# dsp_casc_result_collector

dsp_casc_result_collector/final_clocks.png
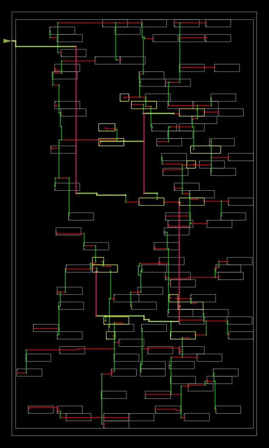

==> src/rtl/dsp_casc_result_collector.sv <==
// Resolves 34-bit DSP cascade partials into 17-bit words and buffers them on a valid/ready stream; macro COLLECTOR_FLUSH_EN adds a 2-word carry flush.
// Latency: input accepted in cycle n is visible at the FIFO head in cycle n+1 when the FIFO is empty.
// Backpressure: none upstream (free-running cascade); a push into a full FIFO is dropped and overflow_o is set.

module dsp_casc_result_fifo #(
  parameter int W     = 18,
  parameter int DEPTH = 4
) (
  input  logic         clock_i,
  input  logic         reset_n_i,
  input  logic         push_vld,
  input  logic [W-1:0] push_dat,
  output logic         push_rdy,
  output logic         pop_vld,
  input  logic         pop_rdy,
  output logic [W-1:0] pop_dat
);
  localparam int AW = $clog2(DEPTH);

  logic [W-1:0] mem_q [DEPTH];
  logic [AW:0]  wr_q, rd_q;
  logic         full, empty, push, pop;

  assign empty    = (wr_q == rd_q);
  assign full     = (wr_q[AW] != rd_q[AW]) && (wr_q[AW-1:0] == rd_q[AW-1:0]);
  assign pop      = pop_rdy && !empty;
  // A same-cycle pop frees the slot, so a full FIFO still accepts the push.
  assign push_rdy = !full || pop;
  assign push     = push_vld && push_rdy;
  assign pop_vld  = !empty;
  assign pop_dat  = mem_q[rd_q[AW-1:0]];

  always_ff @(posedge clock_i or negedge reset_n_i) begin
    if (!reset_n_i) begin
      wr_q <= '0;
      rd_q <= '0;
      for (int i = 0; i < DEPTH; i++) mem_q[i] <= '0;
    end else begin
      if (push) begin
        mem_q[wr_q[AW-1:0]] <= push_dat;
        wr_q                <= wr_q + 1'b1;
      end
      if (pop) rd_q <= rd_q + 1'b1;
    end
  end
endmodule

module dsp_casc_result_collector #(
  parameter int DEPTH      = 4,
  parameter int WORD_COUNT = 8
) (
  input  logic        clock_i,
  input  logic        reset_n_i,
  input  logic        p_valid_i,
  input  logic [33:0] p_i,
  input  logic        p_last_i,
  output logic [16:0] word_o,
  output logic        word_valid_o,
  output logic        word_last_o,
  input  logic        word_ready_i,
  output logic        overflow_o,
  output logic        proto_err_o
);
  localparam int IW = $clog2(WORD_COUNT) + 1;

  typedef enum logic [1:0] {ACCUM, FLUSH_LO, FLUSH_HI} state_t;

  state_t          state_q, state_d;
  logic [17:0]     c_q, c_d;
  logic [IW-1:0]   idx_q, idx_d, idx_inc;
  logic [34:0]     sum;
  logic            push_vld, push_rdy, push_last, err_ev;
  logic [16:0]     push_word;
  logic [17:0]     head;

  always_ff @(posedge clock_i or negedge reset_n_i) begin
    if (!reset_n_i) begin
      state_q     <= ACCUM;
      c_q         <= '0;
      idx_q       <= '0;
      overflow_o  <= 1'b0;
      proto_err_o <= 1'b0;
    end else begin
      state_q     <= state_d;
      c_q         <= c_d;
      idx_q       <= idx_d;
      overflow_o  <= overflow_o | (push_vld & ~push_rdy);
      proto_err_o <= proto_err_o | err_ev;
    end
  end

  always_comb begin
    state_d   = state_q;
    c_d       = c_q;
    idx_d     = idx_q;
    push_vld  = 1'b0;
    push_word = '0;
    push_last = 1'b0;
    err_ev    = 1'b0;
    sum       = {1'b0, p_i} + {17'b0, c_q};
    idx_inc   = (idx_q == IW'(WORD_COUNT)) ? idx_q : idx_q + IW'(1);
    case (state_q)
      ACCUM: begin
        if (p_valid_i) begin
          push_vld  = 1'b1;
          push_word = sum[16:0];
          c_d       = sum[34:17];
          idx_d     = idx_inc;
          if (p_last_i) begin
            err_ev = (idx_q != IW'(WORD_COUNT - 1));
`ifdef COLLECTOR_FLUSH_EN
            state_d = FLUSH_LO;
`else
            push_last = 1'b1;
            c_d       = '0;
            idx_d     = '0;
`endif
          end else begin
            // Running past the expected length without last is a framing error.
            err_ev = (idx_inc == IW'(WORD_COUNT));
          end
        end
      end
`ifdef COLLECTOR_FLUSH_EN
      FLUSH_LO: begin
        push_vld  = 1'b1;
        push_word = c_q[16:0];
        err_ev    = p_valid_i;
        state_d   = FLUSH_HI;
      end
      FLUSH_HI: begin
        push_vld  = 1'b1;
        push_word = {16'b0, c_q[17]};
        push_last = 1'b1;
        err_ev    = p_valid_i;
        c_d       = '0;
        idx_d     = '0;
        state_d   = ACCUM;
      end
`endif
      default: state_d = ACCUM;
    endcase
  end

  dsp_casc_result_fifo #(.W(18), .DEPTH(DEPTH)) u_fifo (
    .clock_i   (clock_i),
    .reset_n_i (reset_n_i),
    .push_vld  (push_vld),
    .push_dat  ({push_last, push_word}),
    .push_rdy  (push_rdy),
    .pop_vld   (word_valid_o),
    .pop_rdy   (word_ready_i),
    .pop_dat   (head)
  );

  assign word_o      = head[16:0];
  assign word_last_o = head[17];
endmodule
==> config.mk <==
export PLATFORM = sky130hd
export DESIGN_NAME = dsp_casc_result_collector
export DESIGN_NICKNAME = d
export VERILOG_FILES = /design/src/rtl/dsp_casc_result_collector.sv
export SDC_FILE = /design/constraint.sdc
export NUM_CORES = 1
export LEC_CHECK = 0
export CAP_MARGIN = 25
export CORE_ASPECT_RATIO = 1.75
export CORE_UTILIZATION = 45
export CTS_CLUSTER_SIZE = 16
export DETAILED_ROUTE_END_ITERATION = 8
export PLACE_DENSITY_LB_ADDON = 0.05
export RECOVER_POWER = 100
export SYNTH_ARGS = -nofsm -noshare
export SYNTH_HDL_FRONTEND = slang
export SYNTH_SLANG_ARGS = --single-unit
==> constraint.sdc <==
create_clock -name clock_i -period 5.7 [get_ports clock_i]
set_input_delay 1.71 -clock clock_i [delete_from_list [all_inputs] [get_ports clock_i]]
set_output_delay 1.71 -clock clock_i [all_outputs]
set_load 0.02 [all_outputs]
# ext_mem_host

### config.mk
export PLATFORM = sky130hd
export DESIGN_NAME = ext_mem_host
export DESIGN_NICKNAME = d
export VERILOG_FILES = /design/src/rtl/ext_mem_host_pkg.sv /design/src/rtl/host_word_counter.sv /design/src/rtl/ext_mem_host.sv
export SDC_FILE = /design/constraint.sdc
export NUM_CORES = 1
export LEC_CHECK = 0
export ABC_AREA = 1
export CAP_MARGIN = 25
export CORE_AREA = 4 4 189 191
export DETAILED_ROUTE_END_ITERATION = 10
export DIE_AREA = 0 0 193 195
export GPL_TIMING_DRIVEN = 1
export SLEW_MARGIN = 20
export SYNTH_ARGS = -nofsm -noshare
export SYNTH_HDL_FRONTEND = slang
export SYNTH_SLANG_ARGS = --single-unit
export TNS_END_PERCENT = 5
### constraint.sdc
create_clock -name clk -period 6.7 [get_ports clk]
set_input_delay 1.34 -clock clk [delete_from_list [all_inputs] [get_ports clk]]
set_output_delay 1.34 -clock clk [all_outputs]
set_load 0.005 [all_outputs]
### src/rtl/ext_mem_host_pkg.sv
// Shared types and constants for the external-memory host initiator.
// VERIFY states exist only when EXT_MEM_HOST_VERIFY_EN is defined.
package ext_mem_host_pkg;

    localparam int IMEM_BSHIFT = 2;  // 32-bit words
    localparam int DMEM_BSHIFT = 3;  // 64-bit words

    typedef enum logic [3:0] {
        S_IDLE,
        S_LOAD_I,
        S_LOAD_D,
        S_RUN,
        S_DUMP_RD,
        S_DUMP_WAIT,
        S_DUMP_OUT,
        S_DONE
`ifdef EXT_MEM_HOST_VERIFY_EN
        ,
        S_VERIFY_RD,
        S_VERIFY_WAIT
`endif
    } state_e;

endpackage

### src/rtl/host_word_counter.sv
// Loadable up-counter with a terminal-count flag (count == last).
module host_word_counter #(
    parameter int W = 8
) (
    input  logic         clk,
    input  logic         arst_n,
    input  logic         load,
    input  logic [W-1:0] load_val,
    input  logic         inc,
    input  logic [W-1:0] last,
    output logic [W-1:0] count,
    output logic         tc
);

    always_ff @(posedge clk or negedge arst_n) begin
        if (!arst_n)   count <= '0;
        else if (load) count <= load_val;
        else if (inc)  count <= count + W'(1);
    end

    assign tc = (count == last);

endmodule

### src/rtl/ext_mem_host.sv
// Host initiator: loads IMEM/DMEM from a word stream, runs the CPU, dumps DMEM.
// Define EXT_MEM_HOST_VERIFY_EN to add an IMEM readback XOR check (verify_err).
module ext_mem_host
    import ext_mem_host_pkg::*;
#(
    parameter int IMEM_AW    = 9,
    parameter int DMEM_AW    = 10,
    parameter int RUN_CYCLES = 1000
) (
    input  logic               clk,
    input  logic               arst_n,
    input  logic               start,
    input  logic [IMEM_AW:0]   imem_len,
    input  logic [DMEM_AW:0]   dmem_len,
    input  logic [DMEM_AW:0]   dump_len,
    input  logic               in_valid,
    output logic               in_ready,
    input  logic [63:0]        in_data,
    output logic               out_valid,
    input  logic               out_ready,
    output logic [63:0]        out_data,
    output logic               cpu_enable,
    output logic [63:0]        addr_ext,
    output logic               wen_ext,
    output logic               ren_ext,
    output logic [31:0]        wdata_ext,
    input  logic [31:0]        rdata_ext,
    output logic [63:0]        addr_ext_2,
    output logic               wen_ext_2,
    output logic               ren_ext_2,
    output logic [63:0]        wdata_ext_2,
    input  logic [63:0]        rdata_ext_2,
    output logic               busy,
    output logic               done,
    output logic               verify_err
);

    localparam int IDX_W = ((IMEM_AW > DMEM_AW) ? IMEM_AW : DMEM_AW) + 1;
    localparam int RUN_W = $clog2(RUN_CYCLES + 1);

    state_e           state;
    logic [IMEM_AW:0] ilen;
    logic [DMEM_AW:0] dlen, ulen;

    logic [IDX_W-1:0] idx, idx_last;
    logic             idx_tc, idx_load, idx_inc, idx_step;
    logic [RUN_W-1:0] run_cnt;
    logic             run_tc;
    logic             hs_in, hs_out, ver_step;

    assign in_ready = (state == S_LOAD_I) || (state == S_LOAD_D);
    assign hs_in    = in_valid && in_ready;
    assign hs_out   = (state == S_DUMP_OUT) && out_ready;

`ifdef EXT_MEM_HOST_VERIFY_EN
    assign ver_step = (state == S_VERIFY_WAIT);
`else
    assign ver_step = 1'b0;
`endif

    // One index serves every phase; it returns to 0 when a phase finishes.
    assign idx_step = hs_in || hs_out || ver_step;
    assign idx_load = (state == S_IDLE) || (idx_step && idx_tc);
    assign idx_inc  = idx_step && !idx_tc;

    always_comb begin
        idx_last = '0;
        case (state)
            S_LOAD_I:                          idx_last = IDX_W'(ilen) - IDX_W'(1);
            S_LOAD_D:                          idx_last = IDX_W'(dlen) - IDX_W'(1);
            S_DUMP_RD, S_DUMP_WAIT, S_DUMP_OUT: idx_last = IDX_W'(ulen) - IDX_W'(1);
`ifdef EXT_MEM_HOST_VERIFY_EN
            S_VERIFY_RD, S_VERIFY_WAIT:        idx_last = IDX_W'(ilen) - IDX_W'(1);
`endif
            default:                           idx_last = '0;
        endcase
    end

    host_word_counter #(.W(IDX_W)) u_idx (
        .clk      (clk),
        .arst_n   (arst_n),
        .load     (idx_load),
        .load_val ('0),
        .inc      (idx_inc),
        .last     (idx_last),
        .count    (idx),
        .tc       (idx_tc)
    );

    host_word_counter #(.W(RUN_W)) u_run (
        .clk      (clk),
        .arst_n   (arst_n),
        .load     (state != S_RUN),
        .load_val ('0),
        .inc      (state == S_RUN),
        .last     (RUN_W'(RUN_CYCLES - 1)),
        .count    (run_cnt),
        .tc       (run_tc)
    );

    // Memory-side strobes decode straight from state so a reset kills them at once.
    assign cpu_enable  = (state == S_RUN);
    assign busy        = (state != S_IDLE);
    assign done        = (state == S_DONE);

    assign wen_ext     = (state == S_LOAD_I) && in_valid;
`ifdef EXT_MEM_HOST_VERIFY_EN
    assign ren_ext     = (state == S_VERIFY_RD);
`else
    assign ren_ext     = 1'b0;
`endif
    assign wdata_ext   = wen_ext ? in_data[31:0] : '0;
    assign addr_ext    = (wen_ext || ren_ext) ? (64'(idx[IMEM_AW-1:0]) << IMEM_BSHIFT) : '0;

    assign wen_ext_2   = (state == S_LOAD_D) && in_valid;
    assign ren_ext_2   = (state == S_DUMP_RD);
    assign wdata_ext_2 = wen_ext_2 ? in_data : '0;
    assign addr_ext_2  = (wen_ext_2 || ren_ext_2) ? (64'(idx[DMEM_AW-1:0]) << DMEM_BSHIFT) : '0;

    always_ff @(posedge clk or negedge arst_n) begin
        if (!arst_n) begin
            state     <= S_IDLE;
            ilen      <= '0;
            dlen      <= '0;
            ulen      <= '0;
            out_valid <= 1'b0;
            out_data  <= '0;
        end else begin
            case (state)
                S_IDLE: if (start) begin
                    ilen  <= imem_len;
                    dlen  <= dmem_len;
                    ulen  <= dump_len;
                    state <= (imem_len != '0) ? S_LOAD_I :
                             (dmem_len != '0) ? S_LOAD_D : S_RUN;
                end
                S_LOAD_I: if (hs_in && idx_tc) begin
`ifdef EXT_MEM_HOST_VERIFY_EN
                    state <= S_VERIFY_RD;
`else
                    state <= (dlen != '0) ? S_LOAD_D : S_RUN;
`endif
                end
`ifdef EXT_MEM_HOST_VERIFY_EN
                S_VERIFY_RD:   state <= S_VERIFY_WAIT;
                S_VERIFY_WAIT: if (idx_tc) state <= (dlen != '0) ? S_LOAD_D : S_RUN;
                               else        state <= S_VERIFY_RD;
`endif
                S_LOAD_D: if (hs_in && idx_tc) state <= S_RUN;
                S_RUN:    if (run_tc) state <= (ulen != '0) ? S_DUMP_RD : S_DONE;
                S_DUMP_RD: state <= S_DUMP_WAIT;
                S_DUMP_WAIT: begin
                    out_data  <= rdata_ext_2;
                    out_valid <= 1'b1;
                    state     <= S_DUMP_OUT;
                end
                S_DUMP_OUT: if (out_ready) begin
                    out_valid <= 1'b0;
                    state     <= idx_tc ? S_DONE : S_DUMP_RD;
                end
                S_DONE:  state <= S_IDLE;
                default: state <= S_IDLE;
            endcase
        end
    end

`ifdef EXT_MEM_HOST_VERIFY_EN
    // Order-independent check: XOR of readback words must match XOR of loaded words.
    logic [31:0] wr_xor, rd_xor;
    logic        verr;

    always_ff @(posedge clk or negedge arst_n) begin
        if (!arst_n) begin
            wr_xor <= '0;
            rd_xor <= '0;
            verr   <= 1'b0;
        end else begin
            if (state == S_IDLE && start) begin
                wr_xor <= '0;
                rd_xor <= '0;
                verr   <= 1'b0;
            end
            if (state == S_LOAD_I && hs_in) wr_xor <= wr_xor ^ in_data[31:0];
            if (state == S_VERIFY_WAIT) begin
                rd_xor <= rd_xor ^ rdata_ext;
                if (idx_tc) verr <= verr | ((rd_xor ^ rdata_ext) != wr_xor);
            end
        end
    end

    assign verify_err = verr;
`else
    logic unused_rdata;
    assign unused_rdata = ^rdata_ext;
    assign verify_err   = 1'b0;
`endif

    logic unused_run;
    assign unused_run = ^run_cnt;

endmodule

# proc_sequencer

## config.mk

```make
export PLATFORM = sky130hd
export DESIGN_NAME = proc_sequencer
export DESIGN_NICKNAME = d
export VERILOG_FILES = /design/src/rtl/proc_sequencer.sv
export SDC_FILE = /design/constraint.sdc
export NUM_CORES = 1
export LEC_CHECK = 0
export ABC_AREA = 1
export CAP_MARGIN = 40
export CORE_ASPECT_RATIO = 1.2
export CORE_MARGIN = 2
export CORE_UTILIZATION = 60
export DETAILED_ROUTE_END_ITERATION = 8
export MAX_ROUTING_LAYER = met4
export PLACE_DENSITY = 0.77
export RECOVER_POWER = 100
export SETUP_SLACK_MARGIN = 0.4
export SLEW_MARGIN = 10
export SYNTH_ARGS = -nofsm -noshare
export SYNTH_HDL_FRONTEND = slang
export SYNTH_SLANG_ARGS = --single-unit
```

## constraint.sdc

```tcl
create_clock -name CLOCK_50 -period 5.19 [get_ports CLOCK_50]
set_clock_uncertainty 0.05 [all_clocks]
set_input_delay 0.7785 -clock CLOCK_50 [delete_from_list [all_inputs] [get_ports CLOCK_50]]
set_output_delay 0.7785 -clock CLOCK_50 [all_outputs]
set_load 0.01 [all_outputs]
```

## src/rtl/proc_sequencer.sv

```systemverilog
// Tiny program sequencer: loads 4-bit words from switches, then runs them
// against a 2-bit accumulator, holding each result on the LEDs.
module proc_sequencer #(
  parameter int DEPTH       = 8,
  parameter int HOLD_CYCLES = 50000000
) (
  input  logic                     CLOCK_50,
  input  logic                     RST,
  input  logic [3:0]               SW,
  input  logic [1:0]               KEY,
  output logic [1:0]               LED,
  output logic                     BUSY,
  output logic                     DONE,
  output logic                     ERR,
  output logic                     FULL,
  output logic [$clog2(DEPTH)-1:0] PC
);

  localparam int AW = $clog2(DEPTH);
  localparam int CW = AW + 1;
  localparam int HW = (HOLD_CYCLES > 1) ? $clog2(HOLD_CYCLES) : 1;
  localparam logic [HW-1:0] HOLD_LAST = HW'(HOLD_CYCLES - 1);
  localparam logic [CW-1:0] DEPTH_C   = CW'(DEPTH);

  typedef enum logic [2:0] {
    S_IDLE,
    S_FETCH,
    S_EXEC,
    S_HOLD,
    S_DONE
  } state_t;

  state_t          state_q, state_d;
  logic [1:0]      sync1_q, sync2_q, prev_q, arm_q;
  logic [1:0]      vld_q;
  logic [1:0]      ev;
  logic [1:0]      a_q, a_d;
  logic [1:0]      b_q, b_d;
  logic [AW-1:0]   pc_q, pc_d;
  logic [CW-1:0]   cnt_q, cnt_d;
  logic [CW-1:0]   wp_q, wp_d;
  logic [HW-1:0]   hold_q, hold_d;
  logic [3:0]      ir_q, ir_d;
  logic            err_q, err_d;
  logic            we;
  logic            full;
  logic [3:0]      mem_q [DEPTH];

  // A key must be seen low after reset before its rise counts as a press;
  // vld_q marks when sync2_q carries a real sample rather than reset zeros.
  always_ff @(posedge CLOCK_50 or posedge RST) begin
    if (RST) begin
      sync1_q <= '0;
      sync2_q <= '0;
      prev_q  <= '0;
      arm_q   <= '0;
      vld_q   <= '0;
    end else begin
      sync1_q <= KEY;
      sync2_q <= sync1_q;
      prev_q  <= sync2_q;
      vld_q   <= {vld_q[0], 1'b1};
      arm_q   <= arm_q | ({2{vld_q[1]}} & ~sync2_q);
    end
  end

  assign ev   = sync2_q & ~prev_q & arm_q;
  assign full = (cnt_q == DEPTH_C);

  always_ff @(posedge CLOCK_50) begin
    if (we) mem_q[wp_q[AW-1:0]] <= SW;
  end

  always_ff @(posedge CLOCK_50 or posedge RST) begin
    if (RST) begin
      state_q <= S_IDLE;
      a_q     <= '0;
      b_q     <= '0;
      pc_q    <= '0;
      cnt_q   <= '0;
      wp_q    <= '0;
      hold_q  <= '0;
      ir_q    <= '0;
      err_q   <= 1'b0;
    end else begin
      state_q <= state_d;
      a_q     <= a_d;
      b_q     <= b_d;
      pc_q    <= pc_d;
      cnt_q   <= cnt_d;
      wp_q    <= wp_d;
      hold_q  <= hold_d;
      ir_q    <= ir_d;
      err_q   <= err_d;
    end
  end

  always_comb begin
    state_d = state_q;
    a_d     = a_q;
    b_d     = b_q;
    pc_d    = pc_q;
    cnt_d   = cnt_q;
    wp_d    = wp_q;
    hold_d  = hold_q;
    ir_d    = ir_q;
    err_d   = err_q;
    we      = 1'b0;
    unique case (state_q)
      S_IDLE: begin
        if (ev[1]) begin
          if (cnt_q >= CW'(2)) begin
            a_d     = mem_q[0][1:0];
            b_d     = mem_q[0][3:2];
            pc_d    = AW'(1);
            state_d = S_FETCH;
          end
        end else if (ev[0] && !full) begin
          we    = 1'b1;
          wp_d  = wp_q + CW'(1);
          cnt_d = cnt_q + CW'(1);
        end
      end
      S_FETCH: begin
        ir_d    = mem_q[pc_q];
        state_d = S_EXEC;
      end
      S_EXEC: begin
        case (ir_q)
          4'b0001: a_d = a_q;
          4'b0010: a_d = ~a_q;
          4'b0100: a_d = a_q + b_q;
          4'b1000: a_d = a_q & b_q;
          default: err_d = 1'b1;
        endcase
        hold_d  = '0;
        state_d = S_HOLD;
      end
      S_HOLD: begin
        if (hold_q == HOLD_LAST) begin
          if ({1'b0, pc_q} == cnt_q - CW'(1)) begin
            state_d = S_DONE;
          end else begin
            pc_d    = pc_q + AW'(1);
            state_d = S_FETCH;
          end
        end else begin
          hold_d = hold_q + HW'(1);
        end
      end
      S_DONE: begin
        if (ev[1]) begin
          cnt_d   = '0;
          wp_d    = '0;
          pc_d    = '0;
          err_d   = 1'b0;
          state_d = S_IDLE;
        end
      end
      default: state_d = S_IDLE;
    endcase
  end

  assign LED  = a_q;
  assign BUSY = (state_q == S_FETCH) || (state_q == S_EXEC) ||
                (state_q == S_HOLD);
  assign DONE = (state_q == S_DONE);
  assign ERR  = err_q;
  assign FULL = full;
  assign PC   = pc_q;

endmodule

```

# i2s_rx_flat

`config.mk`:
```
export PLATFORM = sky130hd
export DESIGN_NAME = i2s_rx_flat
export DESIGN_NICKNAME = d
export VERILOG_FILES = /design/src/rtl/i2s_rx_if.sv /design/src/rtl/i2s_rx.sv /design/src/flat_wrapper.sv
export SDC_FILE = /design/constraint.sdc
export NUM_CORES = 1
export LEC_CHECK = 0
export CAP_MARGIN = 20
export CELL_PAD_IN_SITES_DETAIL_PLACEMENT = 0
export CELL_PAD_IN_SITES_GLOBAL_PLACEMENT = 2
export CORE_ASPECT_RATIO = 1.4
export CORE_MARGIN = 1
export CORE_UTILIZATION = 33
export DETAILED_ROUTE_END_ITERATION = 7
export PLACE_DENSITY_LB_ADDON = 0.1
export SLEW_MARGIN = 40
export SYNTH_ARGS = -nofsm -noshare
export SYNTH_HDL_FRONTEND = slang
export SYNTH_SLANG_ARGS = --single-unit
```
`constraint.sdc`:
```
create_clock -name i_clk_sys -period 2.5 [get_ports i_clk_sys]
set_clock_uncertainty 0.2 [all_clocks]
set_input_delay 0.375 -clock i_clk_sys [delete_from_list [all_inputs] [get_ports i_clk_sys]]
set_output_delay 0.375 -clock i_clk_sys [all_outputs]
set_load 0.05 [all_outputs]
```
`src/rtl/i2s_rx_if.sv`:
```
// I2S receiver pin and sample bundle: serial pins in, parallel frame out.
interface i2s_rx_if #(
  parameter int DATA_W = 24
);
  logic                     i_bck;
  logic                     i_ws;
  logic                     i_sdi;
  logic signed [DATA_W-1:0] o_left;
  logic signed [DATA_W-1:0] o_right;
  logic                     o_valid;
  logic                     o_frame_err;

  modport master (
    output i_bck, i_ws, i_sdi,
    input  o_left, o_right, o_valid, o_frame_err
  );

  modport slave (
    input  i_bck, i_ws, i_sdi,
    output o_left, o_right, o_valid, o_frame_err
  );
endinterface

```
`src/rtl/i2s_rx.sv`:
```
// I2S slave receiver: oversamples BCK/WS/SDI on the system clock and
// publishes coherent left/right sample pairs after slot-length checking.
module i2s_rx #(
  parameter int DATA_W = 24,
  parameter int SLOT_W = 32
) (
  input  logic    i_clk_sys,
  input  logic    i_rstn,
  i2s_rx_if.slave bus
);

  typedef enum logic [0:0] {ST_SYNC = 1'b0, ST_RUN = 1'b1} state_t;

  localparam logic [5:0] CNT_LAST = 6'(SLOT_W - 1);
  localparam logic [5:0] CNT_DATA = 6'(DATA_W);
  localparam logic [5:0] CNT_MAX  = 6'd63;

  state_t              state;
  state_t              state_nxt;
  logic                bck_m, bck_s, bck_d;
  logic                ws_m, ws_s;
  logic                sdi_m, sdi_s;
  logic                ws_prev;
  logic [5:0]          cnt;
  logic [DATA_W-1:0]   shreg;
  logic [DATA_W-1:0]   left_hold;
  logic                left_ok;
  logic [DATA_W-1:0]   left_q;
  logic [DATA_W-1:0]   right_q;
  logic                valid_q;
  logic                err_q;
  logic                rise;
  logic                chg;
  logic                slot_full;
  logic                latch_left;
  logic                publish;
  logic                slot_err;

  // Synchronisers for the asynchronous I2S pins; BCK has a third stage for edge detect.
  always_ff @(posedge i_clk_sys) begin
    if (!i_rstn) begin
      bck_m <= 1'b0;
      bck_s <= 1'b0;
      bck_d <= 1'b0;
      ws_m  <= 1'b0;
      ws_s  <= 1'b0;
      sdi_m <= 1'b0;
      sdi_s <= 1'b0;
    end else begin
      bck_m <= bus.i_bck;
      bck_s <= bck_m;
      bck_d <= bck_s;
      ws_m  <= bus.i_ws;
      ws_s  <= ws_m;
      sdi_m <= bus.i_sdi;
      sdi_s <= sdi_m;
    end
  end

  assign rise      = bck_s & ~bck_d;
  assign chg       = rise & (ws_s != ws_prev);
  assign slot_full = (cnt == CNT_LAST);

  // FSM state register.
  always_ff @(posedge i_clk_sys) begin
    if (!i_rstn) begin
      state <= ST_SYNC;
    end else begin
      state <= state_nxt;
    end
  end

  // FSM next state: lock onto the first left-slot start, then run freely.
  always_comb begin
    state_nxt = state;
    case (state)
      ST_SYNC: begin
        if (chg && !ws_s) begin
          state_nxt = ST_RUN;
        end else begin
          state_nxt = ST_SYNC;
        end
      end
      ST_RUN:  state_nxt = ST_RUN;
      default: state_nxt = ST_SYNC;
    endcase
  end

  // FSM outputs: decode what a WS change means for the slot just finished.
  always_comb begin
    latch_left = 1'b0;
    publish    = 1'b0;
    slot_err   = 1'b0;
    case (state)
      ST_RUN: begin
        if (chg && slot_full) begin
          latch_left = ~ws_prev;
          publish    = ws_prev & left_ok;
        end else if (chg) begin
          slot_err   = 1'b1;
        end else begin
          latch_left = 1'b0;
        end
      end
      default: begin
        latch_left = 1'b0;
      end
    endcase
  end

  // Slot datapath: bit counter, shift register, left holding and frame publish.
  always_ff @(posedge i_clk_sys) begin
    if (!i_rstn) begin
      ws_prev   <= 1'b0;
      cnt       <= 6'd0;
      shreg     <= '0;
      left_hold <= '0;
      left_ok   <= 1'b0;
      left_q    <= '0;
      right_q   <= '0;
      valid_q   <= 1'b0;
      err_q     <= 1'b0;
    end else begin
      valid_q <= publish;
      err_q   <= slot_err;
      if (rise) begin
        ws_prev <= ws_s;
        if (chg) begin
          cnt <= 6'd0;
        end else if (cnt != CNT_MAX) begin
          cnt <= cnt + 6'd1;
        end
      end
      // The old shreg is consumed by the latch/publish below in this same cycle.
      if (chg) begin
        shreg <= '0;
      end else if (rise && (cnt < CNT_DATA)) begin
        shreg <= {shreg[DATA_W-2:0], sdi_s};
      end
      if (latch_left) begin
        left_hold <= shreg;
        left_ok   <= 1'b1;
      end else if (publish || slot_err) begin
        left_ok   <= 1'b0;
      end
      if (publish) begin
        left_q  <= left_hold;
        right_q <= shreg;
      end
    end
  end

  assign bus.o_left      = left_q;
  assign bus.o_right     = right_q;
  assign bus.o_valid     = valid_q;
  assign bus.o_frame_err = err_q;

endmodule
```
`src/flat_wrapper.sv`:
```
// flat-port wrapper written by rule: the top's interface ports become plain ports
module i2s_rx_flat 
#(
  parameter int DATA_W = 24,
  parameter int SLOT_W = 32
)
  (i_clk_sys, i_rstn, bus_i_bck, bus_i_ws, bus_i_sdi, bus_o_left, bus_o_right, bus_o_valid, bus_o_frame_err);
  i2s_rx_if #(.DATA_W(DATA_W)) bus_i ();
  input  logic i_clk_sys;
  input  logic i_rstn;
  input wire logic [$bits(bus_i.i_bck)-1:0] bus_i_bck;
  input wire logic [$bits(bus_i.i_ws)-1:0] bus_i_ws;
  input wire logic [$bits(bus_i.i_sdi)-1:0] bus_i_sdi;
  output wire logic [$bits(bus_i.o_left)-1:0] bus_o_left;
  output wire logic [$bits(bus_i.o_right)-1:0] bus_o_right;
  output wire logic [$bits(bus_i.o_valid)-1:0] bus_o_valid;
  output wire logic [$bits(bus_i.o_frame_err)-1:0] bus_o_frame_err;
  assign bus_i.i_bck = bus_i_bck;
  assign bus_i.i_ws = bus_i_ws;
  assign bus_i.i_sdi = bus_i_sdi;
  assign bus_o_left = bus_i.o_left;
  assign bus_o_right = bus_i.o_right;
  assign bus_o_valid = bus_i.o_valid;
  assign bus_o_frame_err = bus_i.o_frame_err;
  i2s_rx #(.DATA_W(DATA_W), .SLOT_W(SLOT_W)) u_core (.i_clk_sys(i_clk_sys), .i_rstn(i_rstn), .bus(bus_i));
endmodule
```
dsp_casc_result_collector/gate_families.png
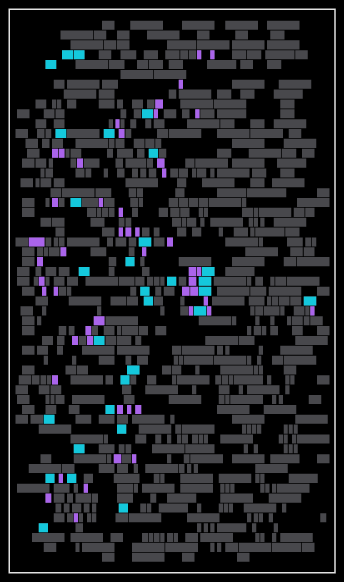
Key: purple = NOR gates [cells 50]; cyan = AND-OR and OR-AND gates [cells 30]
Commonest Layout Cell: nand2_1
Comb area share: 46.18%
final cell count without fillers: 832

Notes on dsp_casc_result_collector/final_clocks.png above:
CTS Buf Count: 9
flop count: 102
Setup Skew: 0.008966 ns

==> impl_metrics.json, dsp_casc_result_collector <==
{
  "coreArea_um2": 13010,
  "grt_pass1_wl_mm": 25.20,
  "drv_slew": 105,
  "top_power_group": "combinational logic",
  "fin_ws_ns": 1.059,
  "hpwl_mm": 11.45,
  "clk_pin_slew_worst_paths_ns": 0.07,
  "xor_share_pct": 3.631,
  "syn_area_um2": 6031,
  "crit_chain": "dlygate4sd3_1, clkbuf_1, clkinv_1, a41oi_1, nand2_1, clkbuf_1, or4_1, nand3b_1",
  "gp_congestion": 0.8591,
  "top_area_share_pct": 42.32,
  "path_class": "in2reg",
  "status": "finished with violations",
  "postCtsSetupBuffers": 0,
  "p_clk_share_pct": 19.7,
  "cap_violations": 2,
  "final-setup-viol-count": 0,
  "violations": "capacitance limit, slew limit",
  "fin_crit_sh_pct": 81.42,
  "p_switching_mw": 1.245
}
dsp_casc_result_collector: worst min path at each step:
stage                           from                to  cells after the start
detailed placement       proto_err_o       proto_err_o                      1
global route             proto_err_o       proto_err_o                      1
finish                   proto_err_o       proto_err_o                      1
global placement         proto_err_o       proto_err_o                      1
floorplan           u_fifo.mem_q[18]  u_fifo.mem_q[18]                      2
CTS                      proto_err_o       proto_err_o                      1
dsp_casc_result_collector: routing by layer:
metal  wire length, um  vias to the layer above
li1                  -                     2333
met1              6296                     2470
met2              8207                      121
met3               384                       43
met4               535                        0
met5                 0                        -
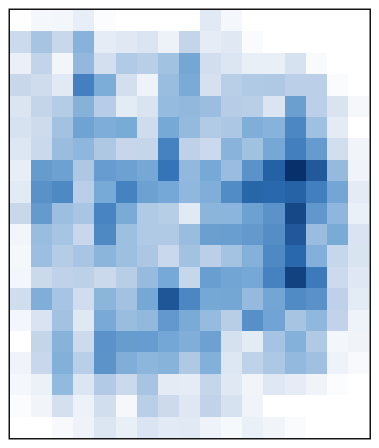
proc_sequencer/wire_density.png
17 x 20 tiles, from white (low) to dark blue (high), scaled to the fullest tile. Values are wire area over tile area, all layers added.
The densest ninth of the die: east. The fullest tile reaches 0.59. 21% of the tiles are over half the peak.
Vias: 3714
Final Routed Wirelength: 9.897 mm

==> impl_metrics.json, proc_sequencer <==
{
  "status": "completed",
  "synth-edff-count": 32,
  "synth_area_leader_cell": "dfrtp_1",
  "timing.rr.end": "hold_q[17]",
  "m1WireLength_mm": 4.015,
  "antenna_found_initial": 0,
  "fmax_mhz": 315.8,
  "use_met1_pct": 28.50,
  "port_buffers": 16,
  "grt_setup_unrepaired": "no",
  "ctsResizeCount": 0,
  "finalCriticalPeriod_ns": 3.166,
  "clock_buffers": 9,
  "drv_slew": 0,
  "r2r-start": "state_q[1]",
  "placed_area_um2": 4923,
  "globalRouteMet3Util_pct": 4.505,
  "required_ns": 5.37,
  "root_buffer": "clkbuf_8",
  "sh_seq_area_pct": 47.65,
  "cpMaxStageDelayCell": "clkinvlp_2",
  "ir_worst_vdd_mv": 0.2502,
  "yosysSeqAreaShare_pct": 51.21,
  "grt_pass1_vias": 3645,
  "grt_max_degree": 59,
  "fin_crit_sh_pct": 61.01,
  "seq_cells": 90,
  "first_pass_iters": 4
}
==> proc_sequencer: registers in the layout, summed over array words and instances (netlist names), 3 cells and up <==
name / count
wp_q: 3
hold_q: 26
PC: 3
state_q: 3
cnt_q: 4
mem_q: 32
ir_q: 4
==> proc_sequencer: power breakdown <==
| part | leakage [nW] | switching [mW] | total (mW) | internal, mW |
|---|---|---|---|---|
| Clock | 0.0954 | 0.261 | 0.488 | 0.227 |
| Sequential | 1.04 | 0.103 | 0.924 | 0.821 |
| Combinational | 0.989 | 0.399 | 0.604 | 0.205 |
| Total | 2.13 | 0.763 | 2.02 | 1.25 |
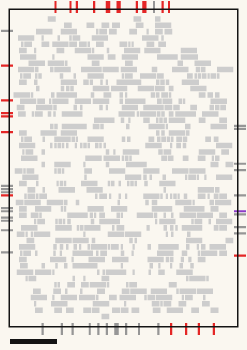
i2s_rx_flat/pins.png
Bar = 20 um. Pins as bars across the die edge, other pins in grey.
Key: red = bus_o_left [pins 24, direction output, edge 13 north, 6 west, 4 south, 1 east]; purple = bus_i_sdi [pins 1, direction input, edge east]
All pins by edge: 16 west, 15 south, 14 north, 10 east.
Port Buf Inserts: 54
die height: 135.8 um

==> impl_metrics.json, i2s_rx_flat <==
{
  "hold_depth": 2,
  "syn-num-nets": 483,
  "fin_util_pct": 44.81,
  "gr-total-overflow": 0,
  "ant_nets": 0,
  "reg2reg_slack_ns": 0.32,
  "cp-startpoint": "u_core.cnt[0]",
  "wl_met2_mm": 5.105,
  "synth-edff-count": 0,
  "worst_pin_slew_ns": 0.5238,
  "synth-seq-cells": 114,
  "initial_utilization_pct": 34.09,
  "postCtsSetupBuffers": 0,
  "dp_slack_ns": 0.3219,
  "ys.flop_type": "dfxtp_1",
  "status": "completed",
  "antenna_found_initial": 0,
  "top_cells_by_area": "dfxtp_1 54%, nand2_1 13%, mux2i_1 11%, nand3_1 3.4%, a21oi_1 3.3%"
}
## i2s_rx_flat: critical path, stage by stage (launching register included)
cell and delay [ns]:
dfxtp_1 0.36, ha_1 0.29, nand4_2 0.27, nor4_4 0.37
buf_12 0.37, mux2i_1 0.23
## i2s_rx_flat: cell type report
type	count	area, um2
multi-input cells	326	1799
well taps	150	187.7
clock buffers	17	425.4
fillers	1258	6828
flip-flops and latches	114	2282
clock inverters	15	182.7
repair buffers	64	663.1
inverters	1	3.754
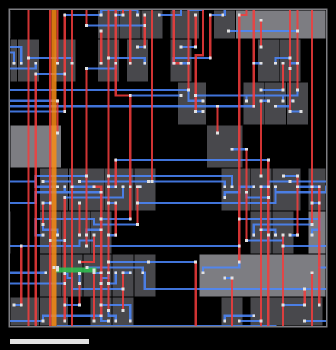
ext_mem_host/zoom.png
Bar = 5 um. Region (86, 126) to (106, 146) um. Cells in grey, sequential cells in the stronger grey; small squares are vias.
Key: blue = met1; red = met2; green = met3; orange = met4
Most frequent: nand2_1 (14), nor2_1 (8), nand3_1 (7). Sequential cells in the window: 2. 42 logic cells have their middle in the window. Netlist names of flops here include u_idx.count (2).

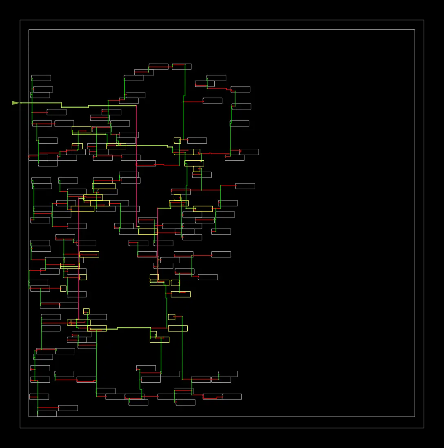
ext_mem_host/final_clocks.png
Setup Skew: 0.01268 ns
CTS Buf Count: 17
# clk buffers: 18
clock tree sinks: 121

==> impl_metrics.json, ext_mem_host <==
{
  "ys_types": 34,
  "timing.rr.end": "u_idx.count[10]",
  "p_comb_mw": 2.10,
  "fmax_mhz": 203.9,
  "antenna_found_initial": 7,
  "fin_util_pct": 33.56,
  "reg2reg_slack_ns": 3.33,
  "cp-end-kind": "output port",
  "yosysWarnings": 0,
  "cp.depth": 7,
  "hpwl_mm": 23.97,
  "crit_arrival_ns": 3.56,
  "status": "completed",
  "grt_pass1_wl_mm": 41.66,
  "top_power_group": "combinational logic",
  "drv_slew": 0,
  "hold_depth": 1,
  "seq_cells": 121,
  "holdCritPathClass": "reg2reg"
}
## ext_mem_host: logic make-up (layout without fill, tap and decap cells)
kind of cell,count (synthesis),count (layout),synth area share [%]
muxes,85,85,13.16
xor gates and xnor gates,9,9,1.084
DFF,121,121,41.65
and+or+nand+nor,374,374,21.73
AOI/OAI and AO/OA,34,34,2.513
other,1,112,0.05158
adders and majority gates,3,3,0.5163
buffers and inverters,258,506,19.29
## ext_mem_host: sequential cells by signal, indices dropped and copies added, names as in the netlist
name / flops
ilen: 10
out_data: 64
state: 3
u_idx.count: 11
u_run.count: 10
dlen: 11
out_valid: 1
ulen: 11


==> screenshots <==
Gate families picked out.
image #1
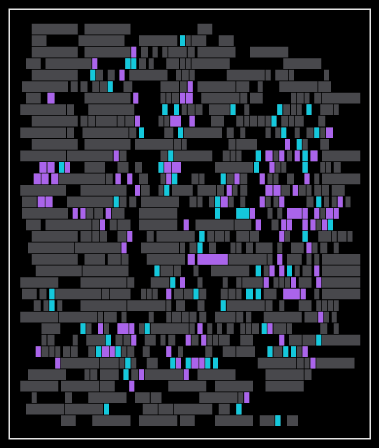
image #2
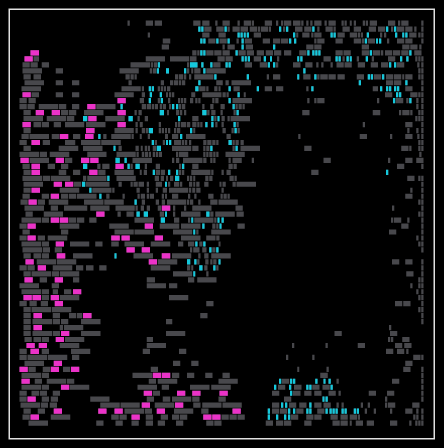
image #3
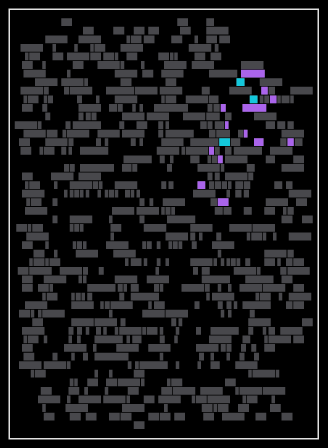
For i2s_rx_flat, see image #3.
For proc_sequencer, see image #1.
For ext_mem_host, see image #2.
Of these, most cells: image #2

Key to image #2:
Key: magenta = multiplexers [cells 85]; cyan = NOR gates [cells 201]


==> layout pictures side by side <==
Zoomed window.
shot_01.png
Bar = 5 um. Region (35, 99) to (55, 119) um. Cells in grey, sequential cells in the stronger grey; small squares are vias.
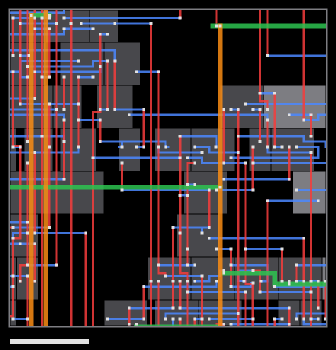
shot_02.png
Bar = 5 um. Region (32, 61) to (52, 81) um. Cells in grey, sequential cells in the stronger grey; small squares are vias.
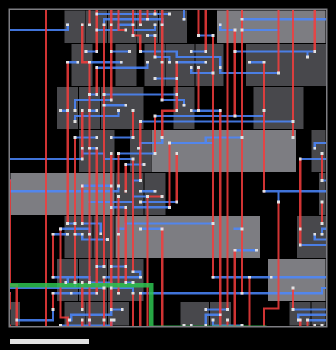
shot_03.png
Bar = 5 um. Region (39, 85) to (59, 105) um. Cells in grey, sequential cells in the stronger grey; small squares are vias.
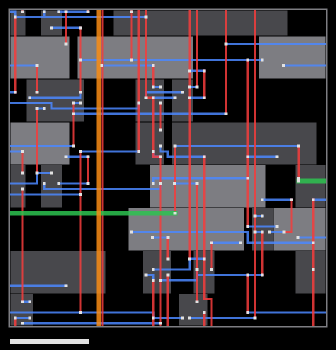
i2s_rx_flat -> shot_03.png
dsp_casc_result_collector -> shot_01.png
proc_sequencer -> shot_02.png
Of these, smallest die: shot_02.png

Key to shot_02.png:
Key: red = met2; blue = met1; green = met3
Sequential cells in the window: 4. Netlist names of flops here include hold_q (2). 38 logic cells have their middle in the window. Most frequent: nand2_1 (8), inv_1 (7), o21ai_0 (5).

Power and IR drop assume default switching activity.
